# ---- block 1 ----
### Routed clock nets over the placement, block 1

Scale: 2 px per um.
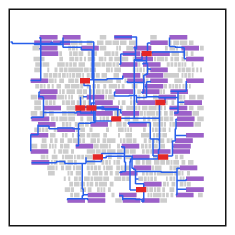

$ cat config.mk
export PLATFORM = sky130hd
export DESIGN_NAME = time_set_ctrl
export DESIGN_NICKNAME = d
export VERILOG_FILES = /design/src/rtl/time_pkg.sv /design/src/rtl/time_set_ctrl_btn_repeat.sv /design/src/rtl/time_set_ctrl.sv
export SDC_FILE = /design/constraint.sdc
export NUM_CORES = 1
export LEC_CHECK = 0
export CAP_MARGIN = 5
export CORE_MARGIN = 10
export CORE_UTILIZATION = 62
export DETAILED_ROUTE_END_ITERATION = 10
export PLACE_DENSITY = 0.84
export SYNTH_ARGS = -nofsm -noshare
export SYNTH_HDL_FRONTEND = slang
export SYNTH_SLANG_ARGS = --single-unit
$ cat constraint.sdc
create_clock -name CLOCK -period 3.3 [get_ports CLOCK]
set_input_delay 0.66 -clock CLOCK [delete_from_list [all_inputs] [get_ports CLOCK]]
set_output_delay 0.66 -clock CLOCK [all_outputs]
set_load 0.05 [all_outputs]
$ cat src/rtl/time_pkg.sv
// Shared definitions for the set-time producer: count width, time constants,
// controller states and the minutes/seconds to count conversion.
package time_pkg;

  localparam int unsigned COUNT_W     = 12;
  localparam int unsigned SEC_PER_MIN = 60;
  localparam int unsigned MAX_COUNT   = 3599;

  typedef enum logic [1:0] {
    IDLE,
    CAPTURE,
    EDIT,
    COMMIT
  } state_e;

  // mm*60 + ss as a shift/subtract, never above 3599 for mm,ss <= 59
  function automatic logic [COUNT_W-1:0] to_set_time(input logic [5:0] mm,
                                                     input logic [5:0] ss);
    logic [COUNT_W-1:0] m;
    m = {6'd0, mm};
    return (m << 6) - (m << 2) + {6'd0, ss};
  endfunction

endpackage

$ cat src/rtl/time_set_ctrl_btn_repeat.sv
// Button front end: 2-FF synchronizer, edge detect and hold/auto-repeat timer.
// REPEAT_DELAY = 0 disables auto-repeat, leaving a plain press-edge step.
module btn_repeat #(
  parameter int unsigned REPEAT_DELAY = 0,
  parameter int unsigned REPEAT_RATE  = 1
) (
  input  logic clk_i,
  input  logic rst_ni,
  input  logic btn_i,
  input  logic inhibit_i,
  output logic level_o,
  output logic rise_o,
  output logic fall_o,
  output logic step_o
);

  localparam int unsigned TMAX = (REPEAT_DELAY > REPEAT_RATE) ? REPEAT_DELAY : REPEAT_RATE;
  localparam int unsigned TW   = (TMAX < 2) ? 1 : $clog2(TMAX);

  logic          sync1_q, sync2_q, prev_q;
  logic          active_q, active_d;
  logic [TW-1:0] tmr_q, tmr_d;

  assign level_o = sync2_q;
  assign rise_o  = sync2_q & ~prev_q;
  assign fall_o  = ~sync2_q & prev_q;

  // Step on the press edge, then after REPEAT_DELAY, then every REPEAT_RATE.
  // Inhibit or release drops the hold; a fresh press is needed to step again.
  always_comb begin
    active_d = active_q;
    tmr_d    = tmr_q;
    step_o   = 1'b0;
    if (!sync2_q || inhibit_i) begin
      active_d = 1'b0;
      tmr_d    = '0;
    end else if (!prev_q) begin
      step_o   = 1'b1;
      active_d = (REPEAT_DELAY != 0);
      tmr_d    = TW'(REPEAT_DELAY - 1);
    end else if (active_q) begin
      if (tmr_q == '0) begin
        step_o = 1'b1;
        tmr_d  = TW'(REPEAT_RATE - 1);
      end else begin
        tmr_d = tmr_q - TW'(1);
      end
    end
  end

  // Synchronizer, edge history and hold timer registers
  always_ff @(posedge clk_i or negedge rst_ni) begin
    if (!rst_ni) begin
      sync1_q  <= 1'b0;
      sync2_q  <= 1'b0;
      prev_q   <= 1'b0;
      active_q <= 1'b0;
      tmr_q    <= '0;
    end else begin
      sync1_q  <= btn_i;
      sync2_q  <= sync1_q;
      prev_q   <= sync2_q;
      active_q <= active_d;
      tmr_q    <= tmr_d;
    end
  end

endmodule

$ cat src/rtl/time_set_ctrl.sv
// Set-time producer for the 0..3599 seconds counter: captures the live count
// as mm:ss, lets the user edit one field with up/down auto-repeat, and drives
// ENABLE low for the whole session so the counter keeps loading SET_TIME.
module time_set_ctrl
  import time_pkg::*;
#(
  parameter int unsigned REPEAT_DELAY = 500,
  parameter int unsigned REPEAT_RATE  = 100,
  parameter int unsigned MAX_MIN      = 59,
  parameter int unsigned MAX_SEC      = 59
) (
  input  logic               CLOCK,
  input  logic               RESET_N,
  input  logic               MODE_SET,
  input  logic               BTN_FIELD,
  input  logic               BTN_UP,
  input  logic               BTN_DOWN,
  input  logic [COUNT_W-1:0] CUR_COUNT,
  output logic               ENABLE,
  output logic [COUNT_W-1:0] SET_TIME,
  output logic               FIELD_SEL,
  output logic               BUSY,
  output logic               EDIT_DONE
);

  state_e             state_q, state_d;
  logic [COUNT_W-1:0] rem_q, rem_d;
  logic [COUNT_W-1:0] set_time_q, set_time_d;
  logic [5:0]         mm_q, mm_d, ss_q, ss_d;
  logic               enable_q, enable_d;
  logic               field_q, field_d;
  logic               busy_q, busy_d;
  logic               done_q, done_d;
  logic [COUNT_W-1:0] snap;

  logic up_level, up_rise, up_fall, up_step;
  logic dn_level, dn_rise, dn_fall, dn_step;
  logic fld_level, fld_rise, fld_fall, fld_step;
  logic mode_level, mode_rise, mode_fall, mode_step;
  logic both_held;
  logic unused_ok;

  assign both_held = up_level & dn_level;
  assign unused_ok = ^{up_rise, up_fall, dn_rise, dn_fall, fld_level, fld_rise,
                       fld_fall, mode_level, mode_step};

  btn_repeat #(.REPEAT_DELAY(REPEAT_DELAY), .REPEAT_RATE(REPEAT_RATE)) u_up (
    .clk_i(CLOCK), .rst_ni(RESET_N), .btn_i(BTN_UP), .inhibit_i(both_held),
    .level_o(up_level), .rise_o(up_rise), .fall_o(up_fall), .step_o(up_step));

  btn_repeat #(.REPEAT_DELAY(REPEAT_DELAY), .REPEAT_RATE(REPEAT_RATE)) u_down (
    .clk_i(CLOCK), .rst_ni(RESET_N), .btn_i(BTN_DOWN), .inhibit_i(both_held),
    .level_o(dn_level), .rise_o(dn_rise), .fall_o(dn_fall), .step_o(dn_step));

  btn_repeat #(.REPEAT_DELAY(0), .REPEAT_RATE(1)) u_field (
    .clk_i(CLOCK), .rst_ni(RESET_N), .btn_i(BTN_FIELD), .inhibit_i(1'b0),
    .level_o(fld_level), .rise_o(fld_rise), .fall_o(fld_fall), .step_o(fld_step));

  btn_repeat #(.REPEAT_DELAY(0), .REPEAT_RATE(1)) u_mode (
    .clk_i(CLOCK), .rst_ni(RESET_N), .btn_i(MODE_SET), .inhibit_i(1'b0),
    .level_o(mode_level), .rise_o(mode_rise), .fall_o(mode_fall), .step_o(mode_step));

  function automatic logic [5:0] wrap_inc(input logic [5:0] v, input logic [5:0] max);
    return (v >= max) ? '0 : v + 6'd1;
  endfunction

  function automatic logic [5:0] wrap_dec(input logic [5:0] v, input logic [5:0] max);
    return (v == '0 || v > max) ? max : v - 6'd1;
  endfunction

  // Out-of-range counts are clamped so the capture loop cannot overflow mm
  assign snap = (CUR_COUNT > COUNT_W'(MAX_COUNT)) ? COUNT_W'(MAX_COUNT) : CUR_COUNT;

  // Session FSM: capture by repeated subtraction, edit, commit
  always_comb begin
    state_d    = state_q;
    rem_d      = rem_q;
    set_time_d = set_time_q;
    mm_d       = mm_q;
    ss_d       = ss_q;
    enable_d   = enable_q;
    field_d    = field_q;
    busy_d     = busy_q;
    done_d     = 1'b0;
    case (state_q)
      IDLE: begin
        if (mode_rise) begin
          rem_d      = snap;
          mm_d       = '0;
          set_time_d = snap;
          enable_d   = 1'b0;
          busy_d     = 1'b1;
          state_d    = CAPTURE;
        end
      end
      CAPTURE: begin
        if (mode_fall) begin
          enable_d = 1'b1;
          busy_d   = 1'b0;
          state_d  = IDLE;
        end else if (rem_q >= COUNT_W'(SEC_PER_MIN)) begin
          rem_d = rem_q - COUNT_W'(SEC_PER_MIN);
          mm_d  = mm_q + 6'd1;
        end else begin
          ss_d    = rem_q[5:0];
          busy_d  = 1'b0;
          state_d = EDIT;
        end
      end
      EDIT: begin
        set_time_d = to_set_time(mm_q, ss_q);
        // ENABLE and EDIT_DONE are raised on entry so both show in the COMMIT cycle
        if (mode_fall) begin
          enable_d = 1'b1;
          done_d   = 1'b1;
          state_d  = COMMIT;
        end else begin
          if (up_step) begin
            if (field_q) mm_d = wrap_inc(mm_q, 6'(MAX_MIN));
            else         ss_d = wrap_inc(ss_q, 6'(MAX_SEC));
          end else if (dn_step) begin
            if (field_q) mm_d = wrap_dec(mm_q, 6'(MAX_MIN));
            else         ss_d = wrap_dec(ss_q, 6'(MAX_SEC));
          end
          if (fld_step) field_d = ~field_q;
        end
      end
      COMMIT: begin
        state_d = IDLE;
      end
      default: state_d = IDLE;
    endcase
  end

  // Controller state registers
  always_ff @(posedge CLOCK or negedge RESET_N) begin
    if (!RESET_N) begin
      state_q    <= IDLE;
      rem_q      <= '0;
      set_time_q <= '0;
      mm_q       <= '0;
      ss_q       <= '0;
      enable_q   <= 1'b1;
      field_q    <= 1'b1;
      busy_q     <= 1'b0;
      done_q     <= 1'b0;
    end else begin
      state_q    <= state_d;
      rem_q      <= rem_d;
      set_time_q <= set_time_d;
      mm_q       <= mm_d;
      ss_q       <= ss_d;
      enable_q   <= enable_d;
      field_q    <= field_d;
      busy_q     <= busy_d;
      done_q     <= done_d;
    end
  end

  assign ENABLE    = enable_q;
  assign SET_TIME  = set_time_q;
  assign FIELD_SEL = field_q;
  assign BUSY      = busy_q;
  assign EDIT_DONE = done_q;

endmodule
# ---- block 2 ----
### src/rtl/rs485_pkg.sv
// Shared types and constants for the RS485 key-event transmit scheduler.
// Frame length depends on RS485_KEY_SCHED_CKSUM_EN (see rs485_key_sched).
package rs485_pkg;

    typedef enum logic [2:0] {
        StIdle,
        StLead,
        StLoad,
        StSend,
        StWaitHi,
        StWaitLo,
        StTail
    } state_t;

    localparam logic [7:0] DefaultHeader = 8'hA5;

    localparam int unsigned FrameLenPlain = 2;
    localparam int unsigned FrameLenCksum = 3;

    function automatic logic [7:0] frame_byte(input logic [1:0] idx,
                                              input logic [7:0] hdr,
                                              input logic [3:0] key);
        case (idx)
            2'd0:    return hdr;
            2'd1:    return {4'h0, key};
            default: return hdr ^ {4'h0, key};
        endcase
    endfunction

endpackage

### src/rtl/key_evt_fifo.sv
// Depth x WIDTH synchronous FIFO with registered read data (valid the cycle after a pop).
// Push and pop may coincide at any fill level, including full.
module key_evt_fifo #(
    parameter int unsigned DEPTH = 4,
    parameter int unsigned WIDTH = 4,
    localparam int unsigned PtrW = $clog2(DEPTH),
    localparam int unsigned LvlW = PtrW + 1
) (
    input  logic             clk,
    input  logic             rst_n,
    input  logic             wr_en_i,
    input  logic [WIDTH-1:0] wr_data_i,
    input  logic             rd_en_i,
    output logic [WIDTH-1:0] rd_data_o,
    output logic             full_o,
    output logic             empty_o,
    output logic [LvlW-1:0]  level_o
);

    logic [WIDTH-1:0] mem_q [DEPTH];
    logic [PtrW-1:0]  wr_ptr_q, wr_ptr_d;
    logic [PtrW-1:0]  rd_ptr_q, rd_ptr_d;
    logic [LvlW-1:0]  level_q, level_d;
    logic [WIDTH-1:0] rd_data_q, rd_data_d;
    logic             do_wr, do_rd;

    assign full_o    = (level_q == LvlW'(DEPTH));
    assign empty_o   = (level_q == '0);
    assign level_o   = level_q;
    assign rd_data_o = rd_data_q;

    always_comb begin
        do_rd     = rd_en_i && !empty_o;
        do_wr     = wr_en_i && (!full_o || do_rd);
        wr_ptr_d  = do_wr ? wr_ptr_q + PtrW'(1) : wr_ptr_q;
        rd_ptr_d  = do_rd ? rd_ptr_q + PtrW'(1) : rd_ptr_q;
        rd_data_d = do_rd ? mem_q[rd_ptr_q] : rd_data_q;
        level_d   = level_q;
        unique case ({do_wr, do_rd})
            2'b10:   level_d = level_q + LvlW'(1);
            2'b01:   level_d = level_q - LvlW'(1);
            default: level_d = level_q;
        endcase
    end

    always_ff @(posedge clk or negedge rst_n) begin
        if (!rst_n) begin
            wr_ptr_q  <= '0;
            rd_ptr_q  <= '0;
            level_q   <= '0;
            rd_data_q <= '0;
        end else begin
            wr_ptr_q  <= wr_ptr_d;
            rd_ptr_q  <= rd_ptr_d;
            level_q   <= level_d;
            rd_data_q <= rd_data_d;
        end
    end

    always_ff @(posedge clk) begin
        if (do_wr) begin
            mem_q[wr_ptr_q] <= wr_data_i;
        end
    end

endmodule

### src/rtl/rs485_key_sched.sv
// Queues key events and sends each as a framed UART burst with RS485 driver-enable guards.
// Define RS485_KEY_SCHED_CKSUM_EN to append a HEADER^data checksum byte (3-byte frames).
module rs485_key_sched
    import rs485_pkg::*;
#(
    parameter int unsigned FIFO_DEPTH = 4,
    parameter int unsigned GUARD_CYC  = 50,
    parameter logic [7:0]  HEADER     = DefaultHeader
) (
    input  logic       clk,
    input  logic       rst_n,
    input  logic       key_data_valid,
    input  logic [3:0] key_data,
    input  logic       tx_busy,
    output logic       tx_en,
    output logic [7:0] tx_data,
    output logic       rs485_de,
    output logic       ovf,
    output logic [7:0] drop_cnt
);

`ifdef RS485_KEY_SCHED_CKSUM_EN
    localparam int unsigned FrameLen = FrameLenCksum;
`else
    localparam int unsigned FrameLen = FrameLenPlain;
`endif
    localparam logic [1:0]  LastIdx  = 2'(FrameLen - 1);
    // rs485_de is registered from the state, so LEAD holds one clock longer than TAIL.
    localparam logic [15:0] LeadLast = 16'(GUARD_CYC);
    localparam logic [15:0] TailLast = 16'(GUARD_CYC - 1);
    localparam int unsigned LvlW     = $clog2(FIFO_DEPTH) + 1;

    state_t      state_q, state_d;
    logic [15:0] cnt_q, cnt_d;
    logic [1:0]  idx_q, idx_d;
    logic [3:0]  key_q, key_d;
    logic        tx_en_q, tx_en_d;
    logic [7:0]  tx_data_q, tx_data_d;
    logic        de_q, de_d;
    logic        ovf_q, ovf_d;
    logic [7:0]  drop_cnt_q, drop_cnt_d;

    logic            fifo_push, fifo_pop, fifo_full, fifo_empty;
    logic [3:0]      fifo_rd_data;
    logic [LvlW-1:0] fifo_level_unused;

    key_evt_fifo #(
        .DEPTH (FIFO_DEPTH),
        .WIDTH (4)
    ) u_fifo (
        .clk       (clk),
        .rst_n     (rst_n),
        .wr_en_i   (fifo_push),
        .wr_data_i (key_data),
        .rd_en_i   (fifo_pop),
        .rd_data_o (fifo_rd_data),
        .full_o    (fifo_full),
        .empty_o   (fifo_empty),
        .level_o   (fifo_level_unused)
    );

    always_comb begin
        state_d   = state_q;
        cnt_d     = cnt_q;
        idx_d     = idx_q;
        key_d     = key_q;
        tx_en_d   = 1'b0;
        tx_data_d = tx_data_q;
        fifo_pop  = 1'b0;

        unique case (state_q)
            StIdle: begin
                if (!fifo_empty) begin
                    state_d = StLead;
                    cnt_d   = '0;
                end
            end
            StLead: begin
                if (cnt_q == LeadLast) state_d = StLoad;
                else                   cnt_d   = cnt_q + 16'd1;
            end
            StLoad: begin
                fifo_pop = 1'b1;
                idx_d    = '0;
                state_d  = StSend;
            end
            StSend: begin
                // Hold off the start strobe while the UART is still busy.
                if (!tx_busy) begin
                    if (idx_q == 2'd0) key_d = fifo_rd_data;
                    tx_data_d = frame_byte(idx_q, HEADER,
                                           (idx_q == 2'd0) ? fifo_rd_data : key_q);
                    tx_en_d   = 1'b1;
                    state_d   = StWaitHi;
                end
            end
            StWaitHi: begin
                if (tx_busy) state_d = StWaitLo;
            end
            StWaitLo: begin
                if (!tx_busy) begin
                    if (idx_q != LastIdx) begin
                        idx_d   = idx_q + 2'd1;
                        state_d = StSend;
                    end else if (!fifo_empty) begin
                        state_d = StLoad;
                    end else begin
                        state_d = StTail;
                        cnt_d   = '0;
                    end
                end
            end
            StTail: begin
                if (cnt_q == TailLast) state_d = StIdle;
                else                   cnt_d   = cnt_q + 16'd1;
            end
            default: state_d = StIdle;
        endcase

        de_d       = (state_q != StIdle);
        fifo_push  = key_data_valid && (!fifo_full || fifo_pop);
        ovf_d      = key_data_valid && fifo_full && !fifo_pop;
        drop_cnt_d = (ovf_d && drop_cnt_q != 8'hFF) ? drop_cnt_q + 8'd1 : drop_cnt_q;
    end

    always_ff @(posedge clk or negedge rst_n) begin
        if (!rst_n) begin
            state_q    <= StIdle;
            cnt_q      <= '0;
            idx_q      <= '0;
            key_q      <= '0;
            tx_en_q    <= 1'b0;
            tx_data_q  <= 8'h00;
            de_q       <= 1'b0;
            ovf_q      <= 1'b0;
            drop_cnt_q <= 8'h00;
        end else begin
            state_q    <= state_d;
            cnt_q      <= cnt_d;
            idx_q      <= idx_d;
            key_q      <= key_d;
            tx_en_q    <= tx_en_d;
            tx_data_q  <= tx_data_d;
            de_q       <= de_d;
            ovf_q      <= ovf_d;
            drop_cnt_q <= drop_cnt_d;
        end
    end

    assign tx_en    = tx_en_q;
    assign tx_data  = tx_data_q;
    assign rs485_de = de_q;
    assign ovf      = ovf_q;
    assign drop_cnt = drop_cnt_q;

endmodule

### config.mk
export PLATFORM = sky130hd
export DESIGN_NAME = rs485_key_sched
export DESIGN_NICKNAME = d
export VERILOG_FILES = /design/src/rtl/rs485_pkg.sv /design/src/rtl/key_evt_fifo.sv /design/src/rtl/rs485_key_sched.sv
export SDC_FILE = /design/constraint.sdc
export NUM_CORES = 1
export LEC_CHECK = 0
export CORE_UTILIZATION = 30
export DETAILED_ROUTE_END_ITERATION = 16
export PLACE_DENSITY_LB_ADDON = 0.12
export SLEW_MARGIN = 20
export SYNTH_ARGS = -nofsm -noshare
export SYNTH_HDL_FRONTEND = slang
export SYNTH_SLANG_ARGS = --single-unit
### constraint.sdc
create_clock -name clk -period 2.8 [get_ports clk]
set_input_delay 0.56 -clock clk [delete_from_list [all_inputs] [get_ports clk]]
set_output_delay 0.56 -clock clk [all_outputs]
set_load 0.01 [all_outputs]
### Port wiring, block 1

Scale: 4 px per um.
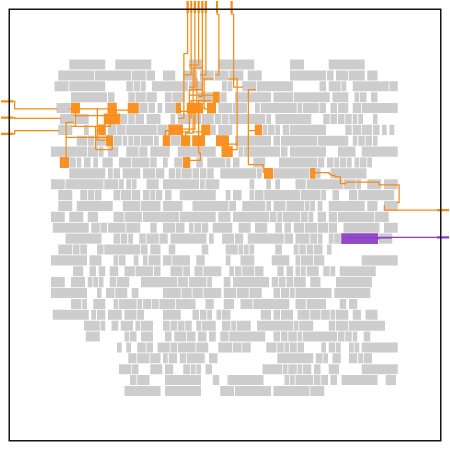
- purple: `BTN_DOWN` (bits 1; direction input; end cells 1; buffers 1; wire 26.5 um)
- orange: `CUR_COUNT` (bits 12; direction input; end cells 24; buffers 12; wire 515 um)

About 'Routed clock nets over the placement' of block 1:
- red: clock drivers (count 9)
- purple: flip-flops (count 74)
- blue: clock wires (length 1020 um)
- flops lie: widely spread
- routed clock nets: 10

==> metrics.cfg, block 1 <==
[yosys]
muxShareOfSynthArea = 0.0216
top_area_frac = 0.380

[clocking]
cts.path.max_buffers = 2
numCtsBuffers = 9

[route]
drt-initial-drc-count = 386
dr_wl_met3_um = 1020

[critical_path]
rr_worst_depth = 7
cp-start-kind = register

[timing]
min_period_over_period = 0.799

[run_status]
status = finished clean

[job]
tool_warnings = 35

[die]
initCoreUtil = 0.647

[finish]
seq_area_um2 = 1850

[global_route]
antenna_found_initial = 0
grtUsageTotal = 0.220

[pwr]
p_seq_frac = 0.317

[place]
dp_cells = 656

block 1: how the worst min path moves through the flow:
stage | slack [ns] | start | depth (start not counted) | endpoint
finish | 0.35 | u_mode.sync1_q | 0 | u_mode.level_o
global route | 0.37 | u_mode.sync1_q | 0 | u_mode.level_o
CTS | 0.36 | u_mode.sync1_q | 0 | u_mode.level_o
detailed placement | 0.33 | u_mode.sync1_q | 0 | u_mode.level_o
global placement | 0.33 | u_mode.sync1_q | 0 | u_mode.level_o
floorplan | 0.33 | u_down.sync1_q | 0 | u_down.level_o
### Placed standard cells, block 2

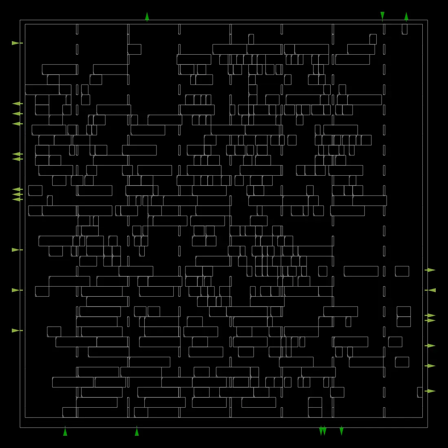
flop share of the area: 0.416
fin util: 0.377

==> metrics.cfg, block 2 <==
[critical_path]
r2r_end = u_fifo.level_o[2]

[global_route]
antenna_found_initial = 0

[clocking]
ctsResizeCount = 0

[finish]
final_area_um2 = 4280
mostFrequentLayoutCell = dfrtp_1
seq_area_um2 = 1780
area_delta_synth_final_pct = 22.6
seq_cells = 68

[die]
initCoreUtil = 0.307

[route]
wl_per_cell_um = 14.1

[yosys]
synth_stat.cells = 325

[pwr]
top_power_group = clock

[timing]
relSlewSlack = 0.478
clock.fmax_mhz = 411

[run_status]
status = finished clean

[block 2: worst min-delay path by stage]
| stage | startpoint | end | slack [ns] | cells past startpoint |
|---|---|---|---|---|
| 6_report | rst_n | cnt_q[10] | 0.26 | 1 |
| 5_1_grt | rst_n | cnt_q[10] | 0.32 | 1 |
| 4_1_cts | rst_n | cnt_q[10] | 0.28 | 1 |
| 3_5_place_dp | key_q[3] | key_q[3] | 0.49 | 1 |
| 3_3_place_gp | key_q[3] | key_q[3] | 0.48 | 1 |
| 2_1_floorplan | rst_n | cnt_q[0] | 0.26 | 0 |

# ---- block 3 ----
### Placed cells, one colour a class, block 3

Scale: 2 px per um.
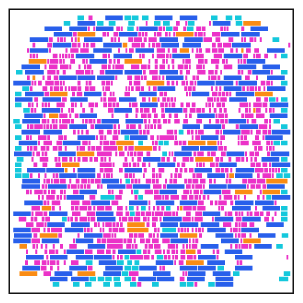

### src/rtl/irq_timer_ctrl.sv
// irq_timer_ctrl: prescaled 64-bit machine timer plus edge-triggered external sources,
// prioritised into a held interrupt code for the CSR block.
module irq_timer_ctrl #(
  parameter int N_SRC      = 4,
  parameter int PRESCALE_W = 8
) (
  input  logic             clk,
  input  logic             rst_n,
  input  logic             bus_sel,
  input  logic             bus_we,
  input  logic [2:0]       bus_addr,
  input  logic [31:0]      bus_wdata,
  output logic [31:0]      bus_rdata,
  input  logic [N_SRC-1:0] ext_irq,
  input  logic             irq_ack,
  output logic [3:0]       interrupt
);
  typedef enum logic [2:0] {IDLE, REQ_EXT, REQ_TMR, WAIT_EXT, WAIT_TMR} state_t;
  state_t                state, state_nx;
  logic [63:0]           mtime, mtimecmp;
  logic [PRESCALE_W-1:0] prescale, pcnt;
  logic [N_SRC-1:0]      ie, ip, sync1, sync2, sync3, rise, clr, claim_oh;
  logic [31:0]           claim_id, rd_val;
  logic                  wr, rd, tick, timer_pend, ext_pend;

  assign wr         = bus_sel & bus_we;
  assign rd         = bus_sel & ~bus_we;
  assign tick       = pcnt == '0;
  assign timer_pend = mtime >= mtimecmp;
  assign ext_pend   = |(ip & ie);
  assign rise       = sync2 & ~sync3;
  assign clr        = (wr && bus_addr == 3'd6 ? bus_wdata[N_SRC-1:0] : '0) |
                      (rd && bus_addr == 3'd7 ? claim_oh : '0);

  // Descending scan so the lowest-index pending source wins.
  always_comb begin
    claim_oh = '0;
    claim_id = '0;
    for (int i = N_SRC - 1; i >= 0; i--)
      if (ip[i] & ie[i]) begin
        claim_oh    = '0;
        claim_oh[i] = 1'b1;
        claim_id    = 32'(i + 1);
      end
  end

  always_comb begin
    rd_val = '0;
    case (bus_addr)
      3'd0:    rd_val = mtime[31:0];
      3'd1:    rd_val = mtime[63:32];
      3'd2:    rd_val = mtimecmp[31:0];
      3'd3:    rd_val = mtimecmp[63:32];
      3'd4:    rd_val[PRESCALE_W-1:0] = prescale;
      3'd5:    rd_val[N_SRC-1:0] = ie;
      3'd6:    rd_val[N_SRC-1:0] = ip;
      default: rd_val = claim_id;
    endcase
  end

  // WAIT_* states hold off re-trapping until software has cleared the source.
  always_comb begin
    state_nx = IDLE;
    case (state)
      IDLE:     state_nx = ext_pend ? REQ_EXT : timer_pend ? REQ_TMR : IDLE;
      REQ_EXT:  state_nx = irq_ack ? WAIT_EXT : ext_pend ? REQ_EXT : IDLE;
      REQ_TMR:  state_nx = irq_ack ? WAIT_TMR : ext_pend ? REQ_EXT : timer_pend ? REQ_TMR : IDLE;
      WAIT_EXT: state_nx = ext_pend ? WAIT_EXT : IDLE;
      WAIT_TMR: state_nx = timer_pend ? WAIT_TMR : IDLE;
      default:  state_nx = IDLE;
    endcase
  end

  always_ff @(posedge clk or negedge rst_n)
    if (!rst_n) begin
      mtime     <= '0;
      mtimecmp  <= '1;
      prescale  <= '0;
      pcnt      <= '0;
      ie        <= '0;
      ip        <= '0;
      sync1     <= '0;
      sync2     <= '0;
      sync3     <= '0;
      bus_rdata <= '0;
      state     <= IDLE;
      interrupt <= '0;
    end else begin
      sync1     <= ext_irq;
      sync2     <= sync1;
      sync3     <= sync2;
      ip        <= (ip & ~clr) | rise;
      pcnt      <= tick ? prescale : pcnt - 1'b1;
      mtime     <= wr && bus_addr == 3'd0 ? {mtime[63:32], bus_wdata} :
                   wr && bus_addr == 3'd1 ? {bus_wdata, mtime[31:0]} :
                   tick ? mtime + 64'd1 : mtime;
      if (wr && bus_addr == 3'd2) mtimecmp[31:0] <= bus_wdata;
      if (wr && bus_addr == 3'd3) mtimecmp[63:32] <= bus_wdata;
      if (wr && bus_addr == 3'd4) prescale <= bus_wdata[PRESCALE_W-1:0];
      if (wr && bus_addr == 3'd5) ie <= bus_wdata[N_SRC-1:0];
      if (rd) bus_rdata <= rd_val;
      state     <= state_nx;
      interrupt <= state_nx == REQ_EXT ? 4'd2 : state_nx == REQ_TMR ? 4'd1 : 4'd0;
    end
endmodule
### config.mk
export PLATFORM = sky130hd
export DESIGN_NAME = irq_timer_ctrl
export DESIGN_NICKNAME = d
export VERILOG_FILES = /design/src/rtl/irq_timer_ctrl.sv
export SDC_FILE = /design/constraint.sdc
export NUM_CORES = 1
export LEC_CHECK = 0
export CORE_UTILIZATION = 59
export DETAILED_ROUTE_END_ITERATION = 6
export PLACE_DENSITY = 0.79
export SYNTH_ARGS = -nofsm -noshare
export SYNTH_HDL_FRONTEND = slang
export SYNTH_SLANG_ARGS = --single-unit
### constraint.sdc
create_clock -name clk -period 3.8 [get_ports clk]
set_input_delay 0.38 -clock clk [delete_from_list [all_inputs] [get_ports clk]]
set_output_delay 0.38 -clock clk [all_outputs]
set_load 0.05 [all_outputs]
# ---- block 4 ----
<file path="src/rtl/div_seq.sv">
// Iterative 32-bit signed non-restoring divider: quotient to lo, remainder to hi.
// One add/subtract step per cycle through a shared 32-bit adder, start/busy/done handshake.

module adder_32 (
  input  logic [31:0] i_a,
  input  logic [31:0] i_b,
  input  logic        i_cin,
  output logic [31:0] o_sum,
  output logic        o_cout
);
  assign {o_cout, o_sum} = {1'b0, i_a} + {1'b0, i_b} + {32'd0, i_cin};
endmodule

module div_seq #(
  parameter int WIDTH = 32
) (
  input  logic             clock,
  input  logic             clear,
  input  logic             start,
  input  logic [WIDTH-1:0] dividend,
  input  logic [WIDTH-1:0] divisor,
  output logic             busy,
  output logic             done,
  output logic             dbz,
  output logic [WIDTH-1:0] lo,
  output logic [WIDTH-1:0] hi
);

  typedef enum logic [2:0] {IDLE, PREP, ITER, FIX, DONE} state_t;

  state_t      r_state;
  logic [32:0] r_a;
  logic [31:0] r_q;
  logic [31:0] r_m;
  logic        r_qNeg;
  logic        r_mNeg;
  logic [4:0]  r_count;
  logic        r_busy;
  logic        r_done;
  logic        r_dbz;
  logic [31:0] r_lo;
  logic [31:0] r_hi;

  logic [32:0] w_shift;
  logic        w_sub;
  logic [31:0] w_addA;
  logic [31:0] w_addB;
  logic        w_cin;
  logic [31:0] w_sum;
  logic        w_cout;
  logic [32:0] w_newA;
  logic [31:0] w_rem;
  logic [31:0] w_quoOut;
  logic [31:0] w_remOut;
  logic [31:0] w_qMag;
  logic [31:0] w_mMag;

  // The adder serves the ITER add/subtract steps and the FIX remainder restore.
  assign w_shift = {r_a[31:0], r_q[31]};
  assign w_sub   = ~r_a[32];
  assign w_addA  = (r_state == FIX) ? r_a[31:0] : w_shift[31:0];
  assign w_addB  = ((r_state == ITER) && w_sub) ? ~r_m : r_m;
  assign w_cin   = (r_state == ITER) && w_sub;

  adder_32 u_adder (
    .i_a   (w_addA),
    .i_b   (w_addB),
    .i_cin (w_cin),
    .o_sum (w_sum),
    .o_cout(w_cout)
  );

  // Bit 32 of the operand pair is the shifted sign and the (possibly inverted) zero extension of M.
  assign w_newA   = {w_shift[32] ^ w_sub ^ w_cout, w_sum};
  assign w_rem    = r_a[32] ? w_sum : r_a[31:0];
  assign w_quoOut = (r_qNeg ^ r_mNeg) ? (~r_q + 32'd1) : r_q;
  assign w_remOut = r_qNeg ? (~w_rem + 32'd1) : w_rem;
  assign w_qMag   = r_q[31] ? (~r_q + 32'd1) : r_q;
  assign w_mMag   = r_m[31] ? (~r_m + 32'd1) : r_m;

  always_ff @(posedge clock or negedge clear) begin
    if (!clear) begin
      r_state <= IDLE;
      r_a     <= '0;
      r_q     <= '0;
      r_m     <= '0;
      r_qNeg  <= 1'b0;
      r_mNeg  <= 1'b0;
      r_count <= '0;
      r_busy  <= 1'b0;
      r_done  <= 1'b0;
      r_dbz   <= 1'b0;
      r_lo    <= '0;
      r_hi    <= '0;
    end else begin
      r_done <= 1'b0;
      case (r_state)
        IDLE: begin
          if (start) begin
            r_q     <= dividend;
            r_m     <= divisor;
            r_qNeg  <= dividend[31];
            r_mNeg  <= divisor[31];
            r_dbz   <= 1'b0;
            r_busy  <= 1'b1;
            r_state <= PREP;
          end
        end
        PREP: begin
          if (r_m == 32'd0) begin
            r_hi    <= r_q;
            r_lo    <= '1;
            r_dbz   <= 1'b1;
            r_state <= DONE;
          end else begin
            r_q     <= w_qMag;
            r_m     <= w_mMag;
            r_a     <= '0;
            r_count <= '0;
            r_state <= ITER;
          end
        end
        ITER: begin
          r_a     <= w_newA;
          r_q     <= {r_q[30:0], ~w_newA[32]};
          r_count <= r_count + 5'd1;
          if (r_count == 5'd31) r_state <= FIX;
        end
        FIX: begin
          r_lo    <= w_quoOut;
          r_hi    <= w_remOut;
          r_state <= DONE;
        end
        DONE: begin
          r_done  <= 1'b1;
          r_busy  <= 1'b0;
          r_state <= IDLE;
        end
        default: r_state <= IDLE;
      endcase
    end
  end

  assign busy = r_busy;
  assign done = r_done;
  assign dbz  = r_dbz;
  assign lo   = r_lo;
  assign hi   = r_hi;

endmodule

</file>
<file path="config.mk">
export PLATFORM = sky130hd
export DESIGN_NAME = div_seq
export DESIGN_NICKNAME = d
export VERILOG_FILES = /design/src/rtl/div_seq.sv
export SDC_FILE = /design/constraint.sdc
export NUM_CORES = 1
export LEC_CHECK = 0
export CAP_MARGIN = 20
export CORE_MARGIN = 1
export CORE_UTILIZATION = 63
export CTS_CLUSTER_SIZE = 40
export DETAILED_ROUTE_END_ITERATION = 6
export PLACE_DENSITY = 0.95
export RECOVER_POWER = 50
export SLEW_MARGIN = 15
export SYNTH_ARGS = -nofsm -noshare
export SYNTH_HDL_FRONTEND = slang
export SYNTH_HIERARCHICAL = 1
export SYNTH_SLANG_ARGS = --single-unit
export TNS_END_PERCENT = 10
</file>
<file path="constraint.sdc">
create_clock -name clock -period 16.05 [get_ports clock]
set_clock_uncertainty 0.1 [all_clocks]
set_input_delay 4.0125 -clock clock [delete_from_list [all_inputs] [get_ports clock]]
set_output_delay 4.0125 -clock clock [all_outputs]
set_load 0.01 [all_outputs]
</file>
# ---- block 5 ----
===== src/rtl/sccb_pkg.sv =====
// Shared SCCB definitions: responder states, OV7725 ID registers, default addresses.
package sccb_pkg;

  localparam int unsigned DATA_W    = 8;
  localparam int unsigned REG_COUNT = 256;
  localparam int unsigned BIT_CNT_W = 4;

  localparam logic [6:0] SCCB_DEV_ADDR      = 7'h21;
  localparam logic [7:0] SCCB_SOFT_RST_ADDR = 8'h12;

  localparam logic [7:0] ID_PID_ADDR  = 8'h0A;
  localparam logic [7:0] ID_PID_VAL   = 8'h77;
  localparam logic [7:0] ID_VER_ADDR  = 8'h0B;
  localparam logic [7:0] ID_VER_VAL   = 8'h21;
  localparam logic [7:0] ID_MIDH_ADDR = 8'h1C;
  localparam logic [7:0] ID_MIDH_VAL  = 8'h7F;
  localparam logic [7:0] ID_MIDL_ADDR = 8'h1D;
  localparam logic [7:0] ID_MIDL_VAL  = 8'hA2;

  typedef enum logic [3:0] {
    ST_IDLE,
    ST_DEV,
    ST_DEV_ACK,
    ST_SUB,
    ST_SUB_ACK,
    ST_WDATA,
    ST_WDATA_ACK,
    ST_RDATA,
    ST_RACK,
    ST_CLEAR
  } sccb_state_t;

  function automatic logic is_id_reg(input logic [7:0] addr);
    return (addr == ID_PID_ADDR) || (addr == ID_VER_ADDR) ||
           (addr == ID_MIDH_ADDR) || (addr == ID_MIDL_ADDR);
  endfunction

  function automatic logic [7:0] id_reg_val(input logic [7:0] addr);
    logic [7:0] val;
    case (addr)
      ID_PID_ADDR:  val = ID_PID_VAL;
      ID_VER_ADDR:  val = ID_VER_VAL;
      ID_MIDH_ADDR: val = ID_MIDH_VAL;
      ID_MIDL_ADDR: val = ID_MIDL_VAL;
      default:      val = 8'h00;
    endcase
    return val;
  endfunction

endpackage


===== src/rtl/sccb_line_sync.sv =====
// Synchronizes SCL/SDA and produces registered edge and START/STOP strobes.
module sccb_line_sync (
  input  logic clk,
  input  logic rst_n,
  input  logic scl,
  input  logic sda_in,
  output logic sda,
  output logic scl_rise,
  output logic scl_fall,
  output logic start,
  output logic stop
);

  logic [1:0] scl_sync;
  logic [1:0] sda_sync;
  logic       scl_hist;
  logic       sda_hist;

  // Reset to the idle-bus level so release from reset never looks like an edge on SDA.
  always_ff @(posedge clk or negedge rst_n) begin
    if (!rst_n) begin
      scl_sync <= 2'b11;
      sda_sync <= 2'b11;
      scl_hist <= 1'b1;
      sda_hist <= 1'b1;
      sda      <= 1'b1;
      scl_rise <= 1'b0;
      scl_fall <= 1'b0;
      start    <= 1'b0;
      stop     <= 1'b0;
    end else begin
      scl_sync <= {scl_sync[0], scl};
      sda_sync <= {sda_sync[0], sda_in};
      scl_hist <= scl_sync[1];
      sda_hist <= sda_sync[1];
      sda      <= sda_sync[1];
      scl_rise <= scl_sync[1] & ~scl_hist;
      scl_fall <= ~scl_sync[1] & scl_hist;
      start    <= scl_sync[1] & scl_hist & sda_hist & ~sda_sync[1];
      stop     <= scl_sync[1] & scl_hist & ~sda_hist & sda_sync[1];
    end
  end

endmodule


===== src/rtl/sccb_reg_responder.sv =====
// OV7725-style SCCB register responder: 256x8 register file, fixed ID registers,
// write side-band strobe and COM7 soft-reset clear sweep.
module sccb_reg_responder
  import sccb_pkg::*;
#(
  parameter logic [6:0] DEV_ADDR      = SCCB_DEV_ADDR,
  parameter logic [7:0] SOFT_RST_ADDR = SCCB_SOFT_RST_ADDR
) (
  input  logic              clk,
  input  logic              rst_n,
  input  logic              scl,
  input  logic              sda_in,
  output logic              sda_oe,
  output logic              wr_valid,
  output logic [DATA_W-1:0] wr_addr,
  output logic [DATA_W-1:0] wr_data,
  output logic              busy,
  output logic              soft_rst
);

  localparam logic [BIT_CNT_W-1:0] LAST_BIT  = BIT_CNT_W'(7);
  localparam logic [BIT_CNT_W-1:0] BYTE_BITS = BIT_CNT_W'(8);
  localparam logic [DATA_W-1:0]    LAST_REG  = DATA_W'(REG_COUNT - 1);

  logic sda_s, scl_rise, scl_fall, start, stop;

  sccb_line_sync u_line_sync (
    .clk      (clk),
    .rst_n    (rst_n),
    .scl      (scl),
    .sda_in   (sda_in),
    .sda      (sda_s),
    .scl_rise (scl_rise),
    .scl_fall (scl_fall),
    .start    (start),
    .stop     (stop)
  );

  sccb_state_t          state, state_d;
  logic [BIT_CNT_W-1:0] cnt, cnt_d;
  logic [DATA_W-1:0]    shreg, shreg_d, tx, tx_d, ptr, ptr_d, clr_cnt, clr_cnt_d;
  logic                 rnw, rnw_d, clr_pend, clr_pend_d;
  logic                 sda_oe_d, wr_valid_d, busy_d, soft_rst_d;
  logic [DATA_W-1:0]    wr_addr_d, wr_data_d;

  logic                 mem_we;
  logic [DATA_W-1:0]    mem_waddr, mem_wdata, rd_byte;
  logic [DATA_W-1:0]    mem [REG_COUNT];

  always_ff @(posedge clk) begin
    if (mem_we) mem[mem_waddr] <= mem_wdata;
  end

  // ID registers are hard-wired and shadow the array.
  assign rd_byte = is_id_reg(ptr) ? id_reg_val(ptr) : mem[ptr];

  always_ff @(posedge clk or negedge rst_n) begin
    if (!rst_n) begin
      state    <= ST_IDLE;
      cnt      <= '0;
      shreg    <= '0;
      tx       <= '0;
      ptr      <= '0;
      clr_cnt  <= '0;
      rnw      <= 1'b0;
      clr_pend <= 1'b0;
      sda_oe   <= 1'b0;
      wr_valid <= 1'b0;
      wr_addr  <= '0;
      wr_data  <= '0;
      busy     <= 1'b0;
      soft_rst <= 1'b0;
    end else begin
      state    <= state_d;
      cnt      <= cnt_d;
      shreg    <= shreg_d;
      tx       <= tx_d;
      ptr      <= ptr_d;
      clr_cnt  <= clr_cnt_d;
      rnw      <= rnw_d;
      clr_pend <= clr_pend_d;
      sda_oe   <= sda_oe_d;
      wr_valid <= wr_valid_d;
      wr_addr  <= wr_addr_d;
      wr_data  <= wr_data_d;
      busy     <= busy_d;
      soft_rst <= soft_rst_d;
    end
  end

  always_comb begin
    state_d    = state;
    cnt_d      = cnt;
    shreg_d    = shreg;
    tx_d       = tx;
    ptr_d      = ptr;
    clr_cnt_d  = clr_cnt;
    rnw_d      = rnw;
    clr_pend_d = clr_pend;
    sda_oe_d   = sda_oe;
    wr_valid_d = 1'b0;
    wr_addr_d  = wr_addr;
    wr_data_d  = wr_data;
    busy_d     = busy;
    soft_rst_d = 1'b0;
    mem_we     = 1'b0;
    mem_waddr  = ptr;
    mem_wdata  = shreg;

    // Line conditions outrank SCL edges; the sweep ignores the bus entirely.
    if (state == ST_CLEAR) begin
      mem_we    = 1'b1;
      mem_waddr = clr_cnt;
      mem_wdata = '0;
      clr_cnt_d = clr_cnt + DATA_W'(1);
      if (clr_cnt == LAST_REG) begin
        state_d = ST_IDLE;
        busy_d  = 1'b0;
        ptr_d   = '0;
      end
    end else if (start) begin
      state_d  = ST_DEV;
      cnt_d    = '0;
      sda_oe_d = 1'b0;
    end else if (stop) begin
      sda_oe_d = 1'b0;
      if (clr_pend) begin
        state_d    = ST_CLEAR;
        busy_d     = 1'b1;
        clr_cnt_d  = '0;
        clr_pend_d = 1'b0;
      end else begin
        state_d = ST_IDLE;
      end
    end else begin
      case (state)
        ST_DEV, ST_SUB, ST_WDATA: begin
          if (scl_rise) begin
            shreg_d = {shreg[DATA_W-2:0], sda_s};
            cnt_d   = cnt + BIT_CNT_W'(1);
            if (state == ST_DEV && cnt == LAST_BIT) begin
              if (shreg[6:0] != DEV_ADDR || busy) state_d = ST_IDLE;
              else                                rnw_d   = sda_s;
            end
          end else if (scl_fall && cnt == BYTE_BITS) begin
            sda_oe_d = 1'b1;
            case (state)
              ST_DEV:  state_d = ST_DEV_ACK;
              ST_SUB: begin
                state_d = ST_SUB_ACK;
                ptr_d   = shreg;
              end
              default: state_d = ST_WDATA_ACK;
            endcase
          end
        end
        ST_DEV_ACK: begin
          if (scl_fall) begin
            cnt_d = '0;
            if (rnw) begin
              state_d  = ST_RDATA;
              tx_d     = rd_byte;
              sda_oe_d = ~rd_byte[DATA_W-1];
            end else begin
              state_d  = ST_SUB;
              sda_oe_d = 1'b0;
            end
          end
        end
        ST_SUB_ACK: begin
          if (scl_fall) begin
            state_d  = ST_WDATA;
            cnt_d    = '0;
            sda_oe_d = 1'b0;
          end
        end
        ST_WDATA_ACK: begin
          if (scl_rise) begin
            ptr_d = ptr + DATA_W'(1);
            if (!is_id_reg(ptr)) begin
              mem_we     = 1'b1;
              wr_valid_d = 1'b1;
              wr_addr_d  = ptr;
              wr_data_d  = shreg;
              if (ptr == SOFT_RST_ADDR && shreg[DATA_W-1]) begin
                soft_rst_d = 1'b1;
                clr_pend_d = 1'b1;
              end
            end
          end else if (scl_fall) begin
            state_d  = ST_WDATA;
            cnt_d    = '0;
            sda_oe_d = 1'b0;
          end
        end
        ST_RDATA: begin
          if (scl_rise) begin
            cnt_d = cnt + BIT_CNT_W'(1);
          end else if (scl_fall) begin
            if (cnt == BYTE_BITS) begin
              state_d  = ST_RACK;
              sda_oe_d = 1'b0;
            end else begin
              sda_oe_d = ~tx[DATA_W-2];
              tx_d     = {tx[DATA_W-2:0], 1'b0};
            end
          end
        end
        ST_RACK: begin
          if (scl_rise) begin
            ptr_d = ptr + DATA_W'(1);
            if (sda_s) state_d = ST_IDLE;
          end else if (scl_fall) begin
            state_d  = ST_RDATA;
            cnt_d    = '0;
            tx_d     = rd_byte;
            sda_oe_d = ~rd_byte[DATA_W-1];
          end
        end
        default: ;
      endcase
    end
  end

endmodule


===== config.mk =====
export PLATFORM = sky130hd
export DESIGN_NAME = sccb_reg_responder
export DESIGN_NICKNAME = d
export VERILOG_FILES = /design/src/rtl/sccb_pkg.sv /design/src/rtl/sccb_line_sync.sv /design/src/rtl/sccb_reg_responder.sv
export SDC_FILE = /design/constraint.sdc
export NUM_CORES = 2
export LEC_CHECK = 0
export ABC_CLOCK_PERIOD_IN_PS = 18250
export CORE_ASPECT_RATIO = 1.2
export CORE_MARGIN = 10
export CORE_UTILIZATION = 61
export CTS_CLUSTER_DIAMETER = 60
export CTS_CLUSTER_SIZE = 20
export DETAILED_ROUTE_END_ITERATION = 6
export HOLD_SLACK_MARGIN = 0.1
export PLACE_DENSITY_LB_ADDON = 0.25
export SLEW_MARGIN = 20
export SYNTH_ARGS = -nofsm -noshare
export SYNTH_HDL_FRONTEND = slang
export SYNTH_SLANG_ARGS = --single-unit

===== constraint.sdc =====
create_clock -name clk -period 18.25 [get_ports clk]
set_clock_uncertainty 0.05 [all_clocks]
set_input_delay 5.475 -clock clk [delete_from_list [all_inputs] [get_ports clk]]
set_output_delay 5.475 -clock clk [all_outputs]
set_load 0.005 [all_outputs]


==> notes/layouts.md <==
Pictures saved along the way, in no particular order.

Port wiring.
(a)
Scale: 1 px per um.
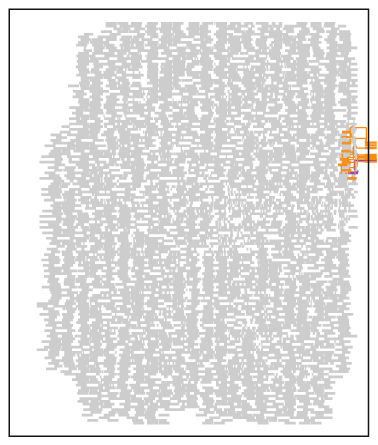
(b)
Scale: 3 px per um.
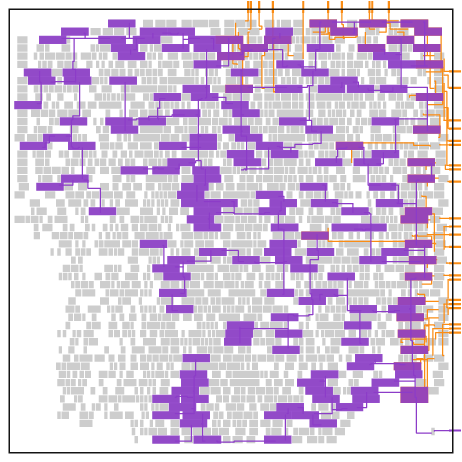
(c)
Scale: 3 px per um.
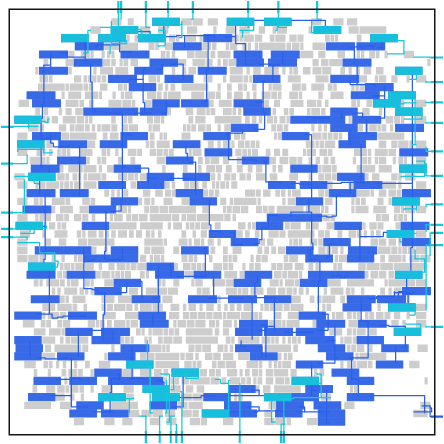
(a) comes from block 5.
(b) comes from block 4.
(c) comes from block 3.
- fewest cells: (c)
- largest die: (a)

### Routed clock nets over the placement, block 4

Scale: 2 px per um.
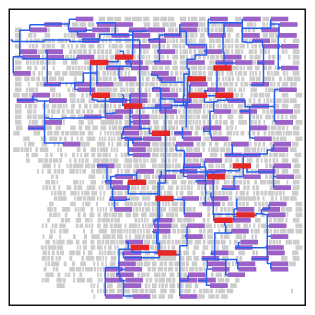
- purple: flip-flops (count 174)
- blue: clock wires (length 2060 um)
- red: clock drivers (count 17)
- flops lie: widely spread

### Placed standard cells, block 4

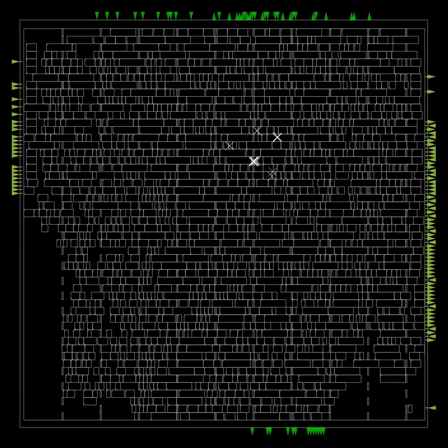
fin util: 0.738
Final Non-Filler Cells: 1986
seq_cells: 174
Rows: 52
Tap Count: 270

==> metrics.cfg, block 4 <==
[clocking]
cts.sinks = 174
post-cts-setup-buffers = 0
cts.path.max_buffers = 2
path_clk_slew_ns = 0.07
ctsHoldBuffers = 0
ctsResizeCount = 0

[finish]
layout-drive-gt1-share = 0.0495
largest_register_ffs = 33
area_delta_synth_final_pct = 13.7
buf_share = 0.0974
logic_gates = 1338
dominant_cells = logic gates
final_cell_mix = nand2_1 (229), dfrtp_1 (173), nor2_1 (153)
fin_nets = 1809
signal_buffers = 152
clk_share = 0.0400
largest_register = r_a
n_all_inverters = 20

[global_route]
grt_overflow_total = 0
grt_max_degree = 106

[critical_path]
crit_start = clear
cp-start-kind = input port
critPathKind = input port to asynchronous set/reset pin
crit_chain = clkbuf_1
crit-reg2reg-launch = r_state[0]
crit_buf_inv = 1
cp_max_fo = 105

[run_status]
status = complete, but fails checks
violations = design-rule violations, max-capacitance violations, max-slew violations

[hold_path]
hold_depth = 2
holdCritPathClass = register to register

[die]
core_area_um2 = 20500
initCoreUtil = 0.649

[place]
gp_congestion = 0.978
placement.io_buffers = 133
pre_cts_slack_ns = 9.15
place_area_um2 = 14600

[route]
num_vias = 13790
drtAntennaViolNets = 0
wl_per_cell_um = 21.8
avgViaCountPerCell = 6.94
wl_um = 43300
drc = 24
drt-initial-drc-count = 2084

[yosys]
syn_area_um2 = 13300
synth_seq_share = 0.327
ys_types = 84
syn_nets = 1764
synth_chip_area_um2 = 13300
syn_inst = 1658
synth-edff-count = 0

[timing]
rsz0062_at_grt = no
finalSetupViolCount = 0
hold_ws_ns = 0.404
max_slew.worst_pin.slew_ns = 5.78
maxSlewViolCount = 217
min_period_over_period = 0.562
setup_tns_ns = 0

[job]
cap_viol_max_count = 3

-- block 4: layer usage --
metal	track usage	part of all wire	vias to the layer above
li1	-	-	6106
met1	0.516	0.37	6369
met2	0.631	0.45	1064
met3	0.0795	0.11	251
met4	0.239	0.072	0
met5	0	0	-
-- block 4: cell families (layout without fill, tap and decap cells) --
group	count (synthesis)	after routing	synth area share
buffers and inverters	146	204	0.0487
XOR/XNOR	122	122	0.0803
flip-flops	174	174	0.327
adder cells (fa/ha/maj)	39	39	0.0378
AND/OR/NAND/NOR	638	638	0.229
multiplexers	52	52	0.0401
AND-OR/OR-AND	487	487	0.236
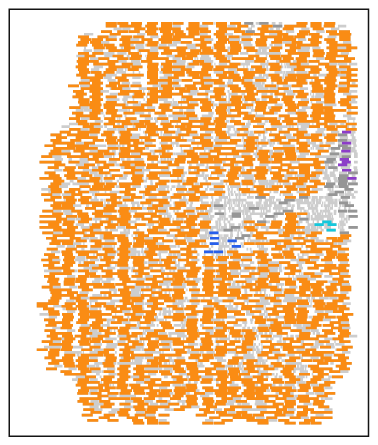
*Sequential cells coloured by netlist name, block 5*
Scale: 1 px per um. Other sequential cells in the stronger grey, the rest of the logic in the fainter grey.
- cyan: `state` (sequential cells 4; where middle right)
- purple: `wr_data` (sequential cells 8)
- blue: `tx` (sequential cells 7; where centre)
- orange: `mem` (sequential cells 2048; where widely spread)
- not coloured: 52

==> metrics.cfg, block 5 <==
[finish]
mostFrequentLayoutCell = edfxtp_1
final_util = 0.659
signal_buffers = 121
fin_nets = 4176
logic_gates = 1781
clockBufferCount = 159
antenna_cells = 6
dominant_cells = registers
clk_share = 0.0442

[yosys]
ys_types = 80
top_logic_kind = multiplexers
xor_area_frac = 0
top_cells_by_count = edfxtp_1 (2048), mux4_2 (466), nor2_1 (327)
synth_chip_area_um2 = 83600
synth_stat.cells = 4166
async_reset_ff_frac = 0.0335
synth_warnings = 0

[timing]
relSlewSlack = 0.150
rsz0062_at_grt = no
maxSlewViolCount = 0
fin_crit_ns = 7.26
hold_viol = 0
setup_tns_ns = 0

[route]
drc = 5
avgViaCountPerCell = 7.08
num_vias = 42761

[critical_path]
cp.depth = 1
crit_start = sda_oe
endpoint = sda_oe
critPathArrivalTime_ns = 1.73
crit_chain = clkdlybuf4s50_1
setup.reg_to_reg.worst_slack_ns = 12.07
crit_required_ns = 12.73
cp-start-kind = register
crit-reg2reg-launch = ptr[0]
rr_worst_depth = 10

[run_status]
violations = design-rule violations
status = complete, but fails checks

[clocking]
path_clk_slew_ns = 0.08
numCtsBuffers = 132
post-cts-setup-buffers = 0
ctsHoldBuffers = 0

[place]
placement.io_buffers = 23
dp.final_hpwl_um = 124000
dp_cells = 5827

[die]
rows = 148
die_w_um = 358
taps = 1800

[global_route]
grtUsageTotal = 0.277
grt_max_degree = 258
grt_overflow_total = 0

[hold_path]
hold_depth = 0
hold_end = u_line_sync.sda_sync[1]

[job]
cap_viol_max_count = 0

block 5: registers in the layout (all words and copies together) (netlist names), 2 cells and up:
name                  cells
mem                    2048
clr_cnt                   8
ptr                       8
shreg                     8
wr_addr                   8
wr_data                   8
tx                        7
cnt                       4
state                     4
u_line_sync.scl_sync      2
u_line_sync.sda_sync      2
block 5: layer usage:
layer	vias to the layer above	part of all wire	GRT usage	wire, um
li1	17114	-	-	-
met1	22268	0.36	0.382	75600
met2	2805	0.47	0.422	98700
met3	570	0.11	0.0602	23200
met4	4	0.058	0.138	12100
met5	-	0.00010	0	22
### Routed clock nets over the placement, block 3

Scale: 2 px per um.
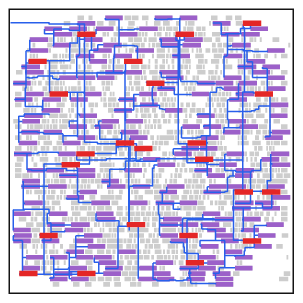
- purple: flip-flops (count 201)
- red: clock drivers (count 23)
- blue: clock wires (length 2720 um)
- routed clock nets: 24
- flops lie: widely spread

About 'Placed cells, one colour a class' of block 3:
- magenta: combinational and other logic (cells 1001; share of their area 47%)
- cyan: other buffers and delay cells (cells 99; share of their area 7.5%)
- orange: clock drivers and dummy loads (cells 41; share of their area 6.0%)
- blue: flops (cells 201; share of their area 39%)

==> metrics.cfg, block 3 <==
[critical_path]
endpoint_kind = register
critPathArrivalTime_ns = 3.43

[route]
avgViaCountPerCell = 6.29
dr_wl_met3_um = 2520
wl_um = 31700
met2_length_um = 14200

[finish]
buf_share = 0.0729
antenna_cells = 0

[yosys]
simple_gate_share = 0.177
async_reset_ff_frac = 1.00
synth_seq_share = 0.446

[timing]
min_period_over_period = 0.797
clock_skew_ns = 0.0167
hold_ws_ns = 0.296
relSlewSlack = 0.195

[global_route]
grt_overflow_total = 0
met1_usage = 0.460

[place]
dp_cells = 1560

[run_status]
status = finished clean

-- block 3: cell families after synthesis --
family	Yosys count
compound gates	377
xor+xnor	29
fa+ha+maj	68
flops	201
simple gates	422
mux	25
buf+inv	146
other cells	1
-- block 3: worst min path at each step --
stage	startpoint	to	slack, ns
floorplan	rst_n	bus_rdata[0]	0.08
global placement	sync1[2]	sync2[2]	0.33
detailed placement	sync1[3]	sync2[3]	0.35
CTS	ext_irq[1]	sync1[1]	0.29
global route	ext_irq[2]	sync1[2]	0.30
finish	ext_irq[0]	sync1[0]	0.30


==> screenshots <==
Placed standard cells.
panel A
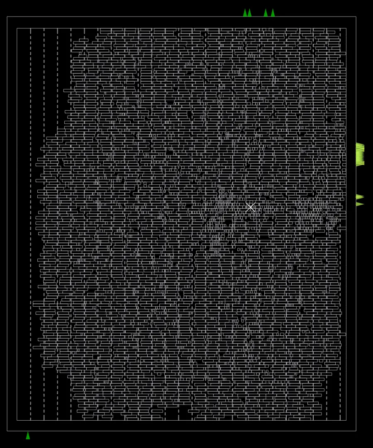
panel B
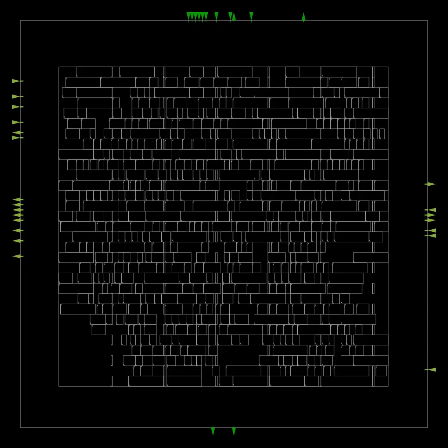
panel C
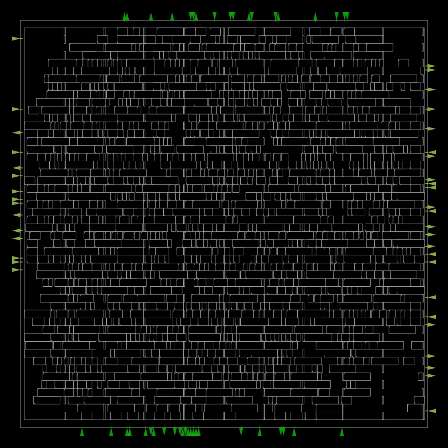
block 5 -> panel A
block 1 -> panel B
block 3 -> panel C
The one with the fewest cells is panel B.
The one with the most cells is panel A.

